==================== block 1
==> block_1/placement_by_type.png <==
Scale bar: 20 um. Fill, decap, tap and diode cells in gray.
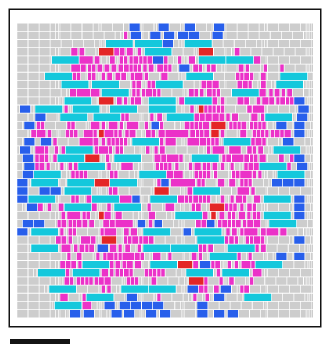

===== config.mk =====
export PLATFORM = sky130hd
export DESIGN_NAME = xor_fault_sequencer
export DESIGN_NICKNAME = d
export VERILOG_FILES = /design/src/rtl/xor_fault_sequencer.sv
export SDC_FILE = /design/constraint.sdc
export NUM_CORES = 1
export LEC_CHECK = 0
export ABC_AREA = 1
export CAP_MARGIN = 25
export CORE_AREA = 2 2 101 103
export CTS_CLUSTER_DIAMETER = 60
export DETAILED_ROUTE_END_ITERATION = 8
export DIE_AREA = 0 0 103 105
export PLACE_DENSITY = 0.73
export SLEW_MARGIN = 20
export SYNTH_ARGS = -nofsm -noshare
export SYNTH_HDL_FRONTEND = slang
export SYNTH_SLANG_ARGS = --single-unit

===== constraint.sdc =====
create_clock -name clk -period 2.55 [get_ports clk]
set_input_delay 0.255 -clock clk [delete_from_list [all_inputs] [get_ports clk]]
set_output_delay 0.255 -clock clk [all_outputs]
set_load 0.05 [all_outputs]

===== src/rtl/xor_fault_sequencer.sv =====
// Laser fault-injection sequencer for a WIDTH-input XOR target: steps a_out, fires a laser window, checks q against parity.
// Optional build macro XOR_SEQ_STOP_ON_FAULT_EN ends the run at the first faulted vector.
module xor_fault_sequencer #(
    parameter int WIDTH         = 6,
    parameter int SETTLE_CYCLES = 4,
    parameter int HOLD_CYCLES   = 8,
    parameter int CNT_W         = 16
) (
    input  logic             clk,
    input  logic             rst,
    input  logic             start,
    input  logic [CNT_W-1:0] num_vecs,
    output logic [WIDTH-1:0] a_out,
    input  logic             q_in,
    output logic             laser_trig,
    output logic             busy,
    output logic             done,
    output logic             fault,
    output logic [WIDTH-1:0] fault_vec,
    output logic [CNT_W-1:0] vec_count,
    output logic [CNT_W-1:0] fault_count,
    output logic [2:0]       state_dbg
);
    // start is a one-cycle request with no ready: it is accepted only in IDLE or DONE, dropped otherwise.
    typedef enum logic [2:0] {IDLE, APPLY, FIRE, SAMPLE, RESULT, DONE} state_t;

    localparam int PH_MAX = (SETTLE_CYCLES > HOLD_CYCLES) ? SETTLE_CYCLES : HOLD_CYCLES;
    localparam int PH_W   = $clog2(PH_MAX + 1);

    state_t           state;
    logic [PH_W-1:0]  phase_cnt;
    logic [CNT_W-1:0] num_vecs_q;
    logic             q_meta;
    logic             q_sync;
    logic             exp_q;
    logic             mismatch;
    logic             last_vec;
    logic             stop_run;

    assign state_dbg = state;
    assign last_vec  = (vec_count + CNT_W'(1)) == num_vecs_q;

`ifdef XOR_SEQ_STOP_ON_FAULT_EN
    assign stop_run = last_vec || mismatch;
`else
    assign stop_run = last_vec;
`endif

    always_ff @(posedge clk or posedge rst) begin
        if (rst) begin
            state       <= IDLE;
            phase_cnt   <= '0;
            num_vecs_q  <= '0;
            q_meta      <= 1'b0;
            q_sync      <= 1'b0;
            exp_q       <= 1'b0;
            mismatch    <= 1'b0;
            a_out       <= '0;
            laser_trig  <= 1'b0;
            busy        <= 1'b0;
            done        <= 1'b0;
            fault       <= 1'b0;
            fault_vec   <= '0;
            vec_count   <= '0;
            fault_count <= '0;
        end else begin
            q_meta <= q_in;
            q_sync <= q_meta;
            fault  <= 1'b0;
            case (state)
                IDLE, DONE: begin
                    if (start) begin
                        num_vecs_q  <= num_vecs;
                        vec_count   <= '0;
                        fault_count <= '0;
                        a_out       <= '0;
                        exp_q       <= 1'b0;
                        mismatch    <= 1'b0;
                        phase_cnt   <= '0;
                        if (num_vecs == '0) begin
                            state <= DONE;
                            busy  <= 1'b0;
                            done  <= 1'b1;
                        end else begin
                            state <= APPLY;
                            busy  <= 1'b1;
                            done  <= 1'b0;
                        end
                    end
                end
                APPLY: begin
                    if (phase_cnt == PH_W'(SETTLE_CYCLES - 1)) begin
                        phase_cnt  <= '0;
                        laser_trig <= 1'b1;
                        state      <= FIRE;
                    end else begin
                        phase_cnt <= phase_cnt + PH_W'(1);
                    end
                end
                FIRE: begin
                    mismatch <= mismatch | (q_sync != exp_q);
                    if (phase_cnt == PH_W'(HOLD_CYCLES - 1)) begin
                        phase_cnt  <= '0;
                        laser_trig <= 1'b0;
                        state      <= SAMPLE;
                    end else begin
                        phase_cnt <= phase_cnt + PH_W'(1);
                    end
                end
                SAMPLE: begin
                    // Two cycles let the last laser-window response clear the synchronizer.
                    mismatch <= mismatch | (q_sync != exp_q);
                    if (phase_cnt == PH_W'(1)) begin
                        phase_cnt <= '0;
                        state     <= RESULT;
                    end else begin
                        phase_cnt <= phase_cnt + PH_W'(1);
                    end
                end
                RESULT: begin
                    vec_count <= vec_count + CNT_W'(1);
                    if (mismatch) begin
                        fault     <= 1'b1;
                        fault_vec <= a_out;
                        if (fault_count != {CNT_W{1'b1}})
                            fault_count <= fault_count + CNT_W'(1);
                    end
                    if (stop_run) begin
                        state <= DONE;
                        busy  <= 1'b0;
                        done  <= 1'b1;
                    end else begin
                        a_out    <= a_out + WIDTH'(1);
                        exp_q    <= ^(a_out + WIDTH'(1));
                        mismatch <= 1'b0;
                        state    <= APPLY;
                    end
                end
                default: state <= IDLE;
            endcase
        end
    end
endmodule


==================== block 2
**src/rtl/digit_scanner.sv**
```systemverilog
// Multiplexed digit scanner: steps a one-hot select across NUM_DIGITS digits,
// showing each for TICKS_PER_DIGIT enabled cycles from a once-per-frame snapshot of N.
module digit_scanner #(
    parameter int NUM_DIGITS      = 4,
    parameter int DIGIT_W         = 4,
    parameter int TICKS_PER_DIGIT = 100000
) (
    input  logic                            clk,
    input  logic                            rst_n,
    input  logic                            en,
    input  logic [NUM_DIGITS*DIGIT_W-1:0]   N,
    input  logic [NUM_DIGITS-1:0]           blank_mask,
    output logic [NUM_DIGITS-1:0]           sel,
    output logic [NUM_DIGITS-1:0]           an_n,
    output logic [DIGIT_W-1:0]              H,
    output logic [$clog2(NUM_DIGITS)-1:0]   digit_idx,
    output logic                            frame_done
);

    localparam int IDX_W  = $clog2(NUM_DIGITS);
    localparam int TICK_W = (TICKS_PER_DIGIT > 1) ? $clog2(TICKS_PER_DIGIT) : 1;
    localparam logic [TICK_W-1:0] TICK_LAST = TICK_W'(TICKS_PER_DIGIT - 1);
    localparam logic [IDX_W-1:0]  IDX_LAST  = IDX_W'(NUM_DIGITS - 1);

    logic [TICK_W-1:0]             tick_q, tick_d;
    logic [IDX_W-1:0]              idx_q, idx_d;
    logic [NUM_DIGITS*DIGIT_W-1:0] snap_q, snap_d;
    logic [NUM_DIGITS-1:0]         blank_q, blank_d;
    logic                          first_q, first_d;
    logic                          frame_done_q, frame_done_d;

    logic                          tick_end;
    logic                          last_digit;
    logic [NUM_DIGITS-1:0]         sel_dec;
    logic [DIGIT_W-1:0]            h_mux;

    assign tick_end   = (tick_q == TICK_LAST);
    assign last_digit = (idx_q == IDX_LAST);

    always_comb begin
        tick_d       = tick_q;
        idx_d        = idx_q;
        snap_d       = snap_q;
        blank_d      = blank_mask;
        first_d      = 1'b0;
        frame_done_d = 1'b0;

        if (en) begin
            if (tick_end) begin
                tick_d = '0;
                if (last_digit) begin
                    idx_d        = '0;
                    snap_d       = N;
                    frame_done_d = 1'b1;
                end else begin
                    idx_d = idx_q + IDX_W'(1);
                end
            end else begin
                tick_d = tick_q + TICK_W'(1);
            end
        end

        // The first edge out of reset captures N so the display never starts from zeros.
        if (first_q) begin
            snap_d = N;
        end
    end

    always_ff @(posedge clk) begin
        if (!rst_n) begin
            tick_q       <= '0;
            idx_q        <= '0;
            snap_q       <= '0;
            blank_q      <= '1;
            first_q      <= 1'b1;
            frame_done_q <= 1'b0;
        end else begin
            tick_q       <= tick_d;
            idx_q        <= idx_d;
            snap_q       <= snap_d;
            blank_q      <= blank_d;
            first_q      <= first_d;
            frame_done_q <= frame_done_d;
        end
    end

    always_comb begin
        sel_dec = '0;
        h_mux   = '0;
        for (int k = 0; k < NUM_DIGITS; k++) begin
            if (idx_q == IDX_W'(k)) begin
                sel_dec[k] = 1'b1;
                h_mux      = snap_q[k*DIGIT_W +: DIGIT_W];
            end
        end
    end

    assign sel        = sel_dec & ~blank_q;
    assign an_n       = ~sel;
    assign H          = h_mux;
    assign digit_idx  = idx_q;
    assign frame_done = frame_done_q;

endmodule

```
**config.mk**
```make
export PLATFORM = sky130hd
export DESIGN_NAME = digit_scanner
export DESIGN_NICKNAME = d
export VERILOG_FILES = /design/src/rtl/digit_scanner.sv
export SDC_FILE = /design/constraint.sdc
export NUM_CORES = 1
export LEC_CHECK = 0
export ABC_AREA = 1
export CAP_MARGIN = 5
export CELL_PAD_IN_SITES_DETAIL_PLACEMENT = 2
export CELL_PAD_IN_SITES_GLOBAL_PLACEMENT = 2
export CORE_MARGIN = 10
export CORE_UTILIZATION = 31
export CTS_BUF_LIST = sky130_fd_sc_hd__clkbuf_4 sky130_fd_sc_hd__clkbuf_8 sky130_fd_sc_hd__clkbuf_16
export DETAILED_ROUTE_END_ITERATION = 10
export GPL_ROUTABILITY_DRIVEN = 1
export PLACE_DENSITY_LB_ADDON = 0.1
export SYNTH_ARGS = -nofsm -noshare
export SYNTH_HDL_FRONTEND = slang
export SYNTH_SLANG_ARGS = --single-unit
```
**constraint.sdc**
```tcl
create_clock -name clk -period 2.35 [get_ports clk]
set_input_delay 0.47 -clock clk [delete_from_list [all_inputs] [get_ports clk]]
set_output_delay 0.47 -clock clk [all_outputs]
set_load 0.005 [all_outputs]
```
==> block_1/layer_met2.png <==
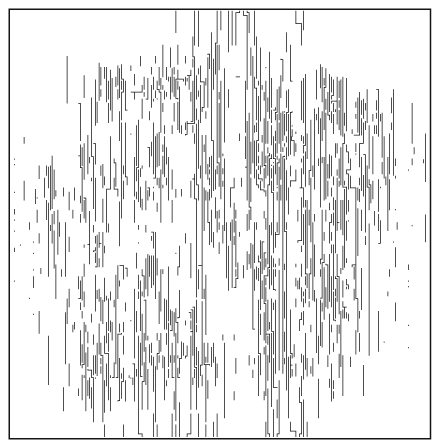
nets with wire on the layer = 560
main direction = vertical
longest straight run = 53.2 um
wire length on this layer = 5,310 um
share of all routed wire = 49%
M2 GR Usage: 0.348
Via Count: 4,035
drt total wl: 10.8 mm

## Picture notes: block_1/placement_by_type.png
flops -> cyan  # cells 75
other buffers and delay cells -> blue  # cells 77
clock drivers and dummy loads -> red  # cells 16
combinational and other logic -> magenta  # cells 488
final core utilization: 0.557
fin area: 5370 um^2
Seq area share: 0.349
placement row count: 36

==> impl_metrics.tcl, block 1 <==
# flow metrics
set metrics [dict create \
    max-slew-margin-rel 0.631 \
    area_share_clock_buf_inv 0.0333 \
    grtUsageTotal 0.212 \
    adder_share 0.0145 \
    reg2reg_to "a_out[2]" \
    max_clock_freq_mhz 460 \
    clkTransAtPathRegs_ps 80 \
    edf_count 0 \
    use_met1 0.276 \
    p_sw_frac 0.451 \
    status "completed" \
    xor_area_frac 0.0358 \
    inv_count 80 \
    yosys.area_share.simple 0.348 \
    route.met3.wl_um 553 \
]
-- block 1: Yosys cell counts, types with 4 or more instances --
library cell  number
o21ai_0           42
nand3_1           57
nor3_1             5
xor2_1            13
nor2_2             4
nand2_1          165
o22ai_1           11
inv_2              4
nand2_2            9
ha_1               5
inv_1             75
a21oi_1           10
clkbuf_1           6
nor2_4            11
nor2_1            37
dfrtp_1           75
nand4_1           20
-- block 1: metrics by stage --
step	worst slack [ps]	hold WS, ps
5_1_grt	186	326
4_1_cts	379	303
3_5_place_dp	390	340
3_3_place_gp	449	338
2_1_floorplan	292	286
6_report	378	269
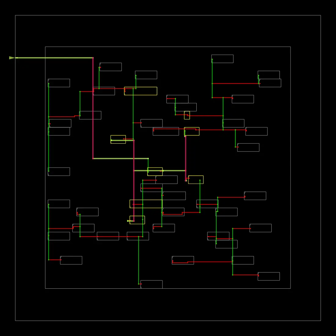
(block_2/clocks.png)
Sink Count: 41
Flops: 41
worst skew pair latency: 300 ps
Worst Skew: 9.36 ps

==> impl_metrics.tcl, block 2 <==
# flow metrics
set metrics [dict create \
    clock_buffers 5 \
    viasPerCell 4.90 \
    non_clock_buffer_count 45 \
    finalWirelength_mm 6.69 \
    fp_util 0.317 \
    grt_pass1_wl_mm 11.4 \
    topCombFamilyByArea "simple AND/OR/NAND/NOR gates" \
    synth.distinct_cells 32 \
    dr.max_layer_used "met4" \
    die-area_um2 10600 \
    p_int_mw 1.22 \
    reg2reg_from "tick_q[1]" \
    synth_cells 300 \
    routed-via-count 2067 \
    drc 0 \
    syn2layout_area_growth_pct 28.7 \
    buf_share 0.154 \
    clkTransAtPathRegs_ps 90 \
    met1_length_mm 2.64 \
    nets 369 \
    drive_above_1_share 0.146 \
    endpoint "sel[3]" \
    drt_iter0_drc 49 \
    status "completed" \
    taps 80 \
    drt-pass1-iter-count 4 \
    power_density_nw_per_um2 571 \
    clockBufferDepth 2 \
    final-comb-area_um2 1110 \
    mostFrequentLayoutCell "nor2_1" \
    grt_setup_unrepaired "true" \
    grt_antenna_before_repair 0 \
    grt_max_degree 33 \
    setup_viol 0 \
    yosysWarnings 0 \
    min_period_ps 2210 \
    numPortBuffers 37 \
    end_kind "primary output" \
    power_sequential_uw 731 \
    netlist_top_cells_count "nor2_1 (49), nand2_1 (47), dfxtp_1 (41), inv_1 (38), a21oi_1 (27)" \
    pre_cts_ws_ps 76.9 \
    ant_nets 0 \
]
block 2: sequential cells by signal (all words and copies together) (netlist names):
| name | cells |
|---|---|
| frame_done | 1 |
| first_q | 1 |
| tick_q | 17 |
| digit_idx | 2 |
| snap_q | 16 |
| blank_q | 4 |
block 2: repair_timing:
item                                    CTS  global route
endpoints found under the setup margin    6             8
setup buffers                             0             1
hold buffers                              0             0
gates resized                             7             8
pin swaps                                 0             1
block 2: worst max-delay path, cell delays in order (launching register included):
cell	delay (ps)
dfxtp_4	380
ha_2	230
inv_1	140
nor2_1	160
clkdlybuf4s50_1	530

==> notes/layouts.md <==
Pictures saved along the way, in no particular order.

Gate-type map.
panel A
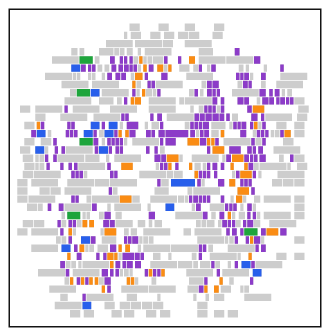
panel B
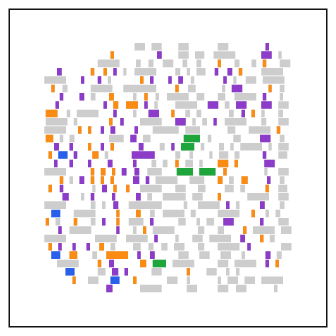
Panel B comes from block 2.
Panel A comes from block 1.

Key to panel B:
XOR/XNOR gates -> blue  # cells 5, most used xor2_1, where south-west
NAND gates -> purple  # cells 83, most used nand2_1
NOR gates -> orange  # cells 63, most used nor2_1
adder and majority cells -> green  # cells 5, most used ha_2, where center



==> notes/layouts.md <==
Pictures saved along the way, in no particular order.

Sizing map.
Plate I
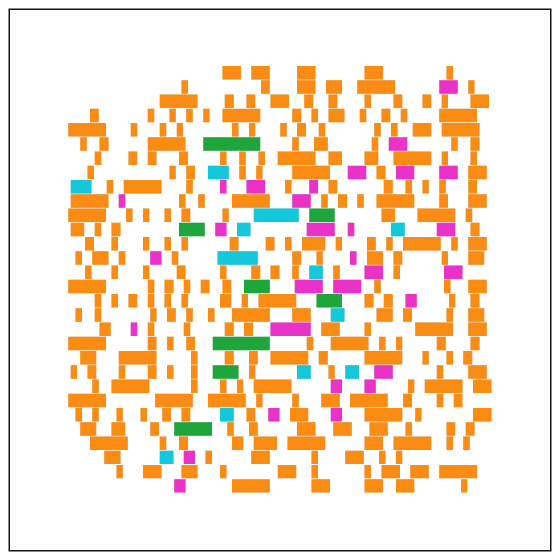
Plate II
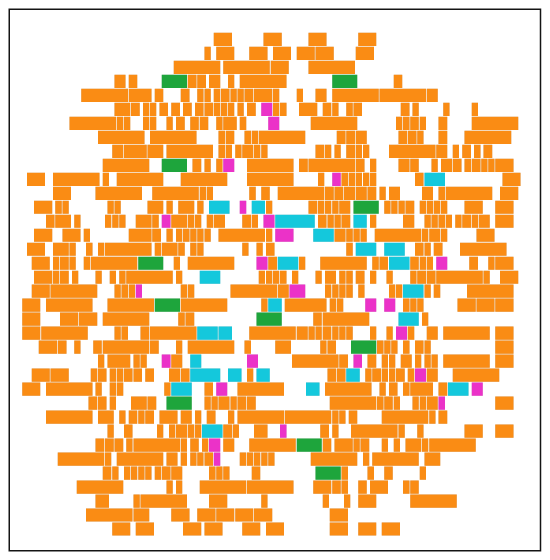
The one with the most cells is Plate II.
Plate II: block 1
Plate I: block 2

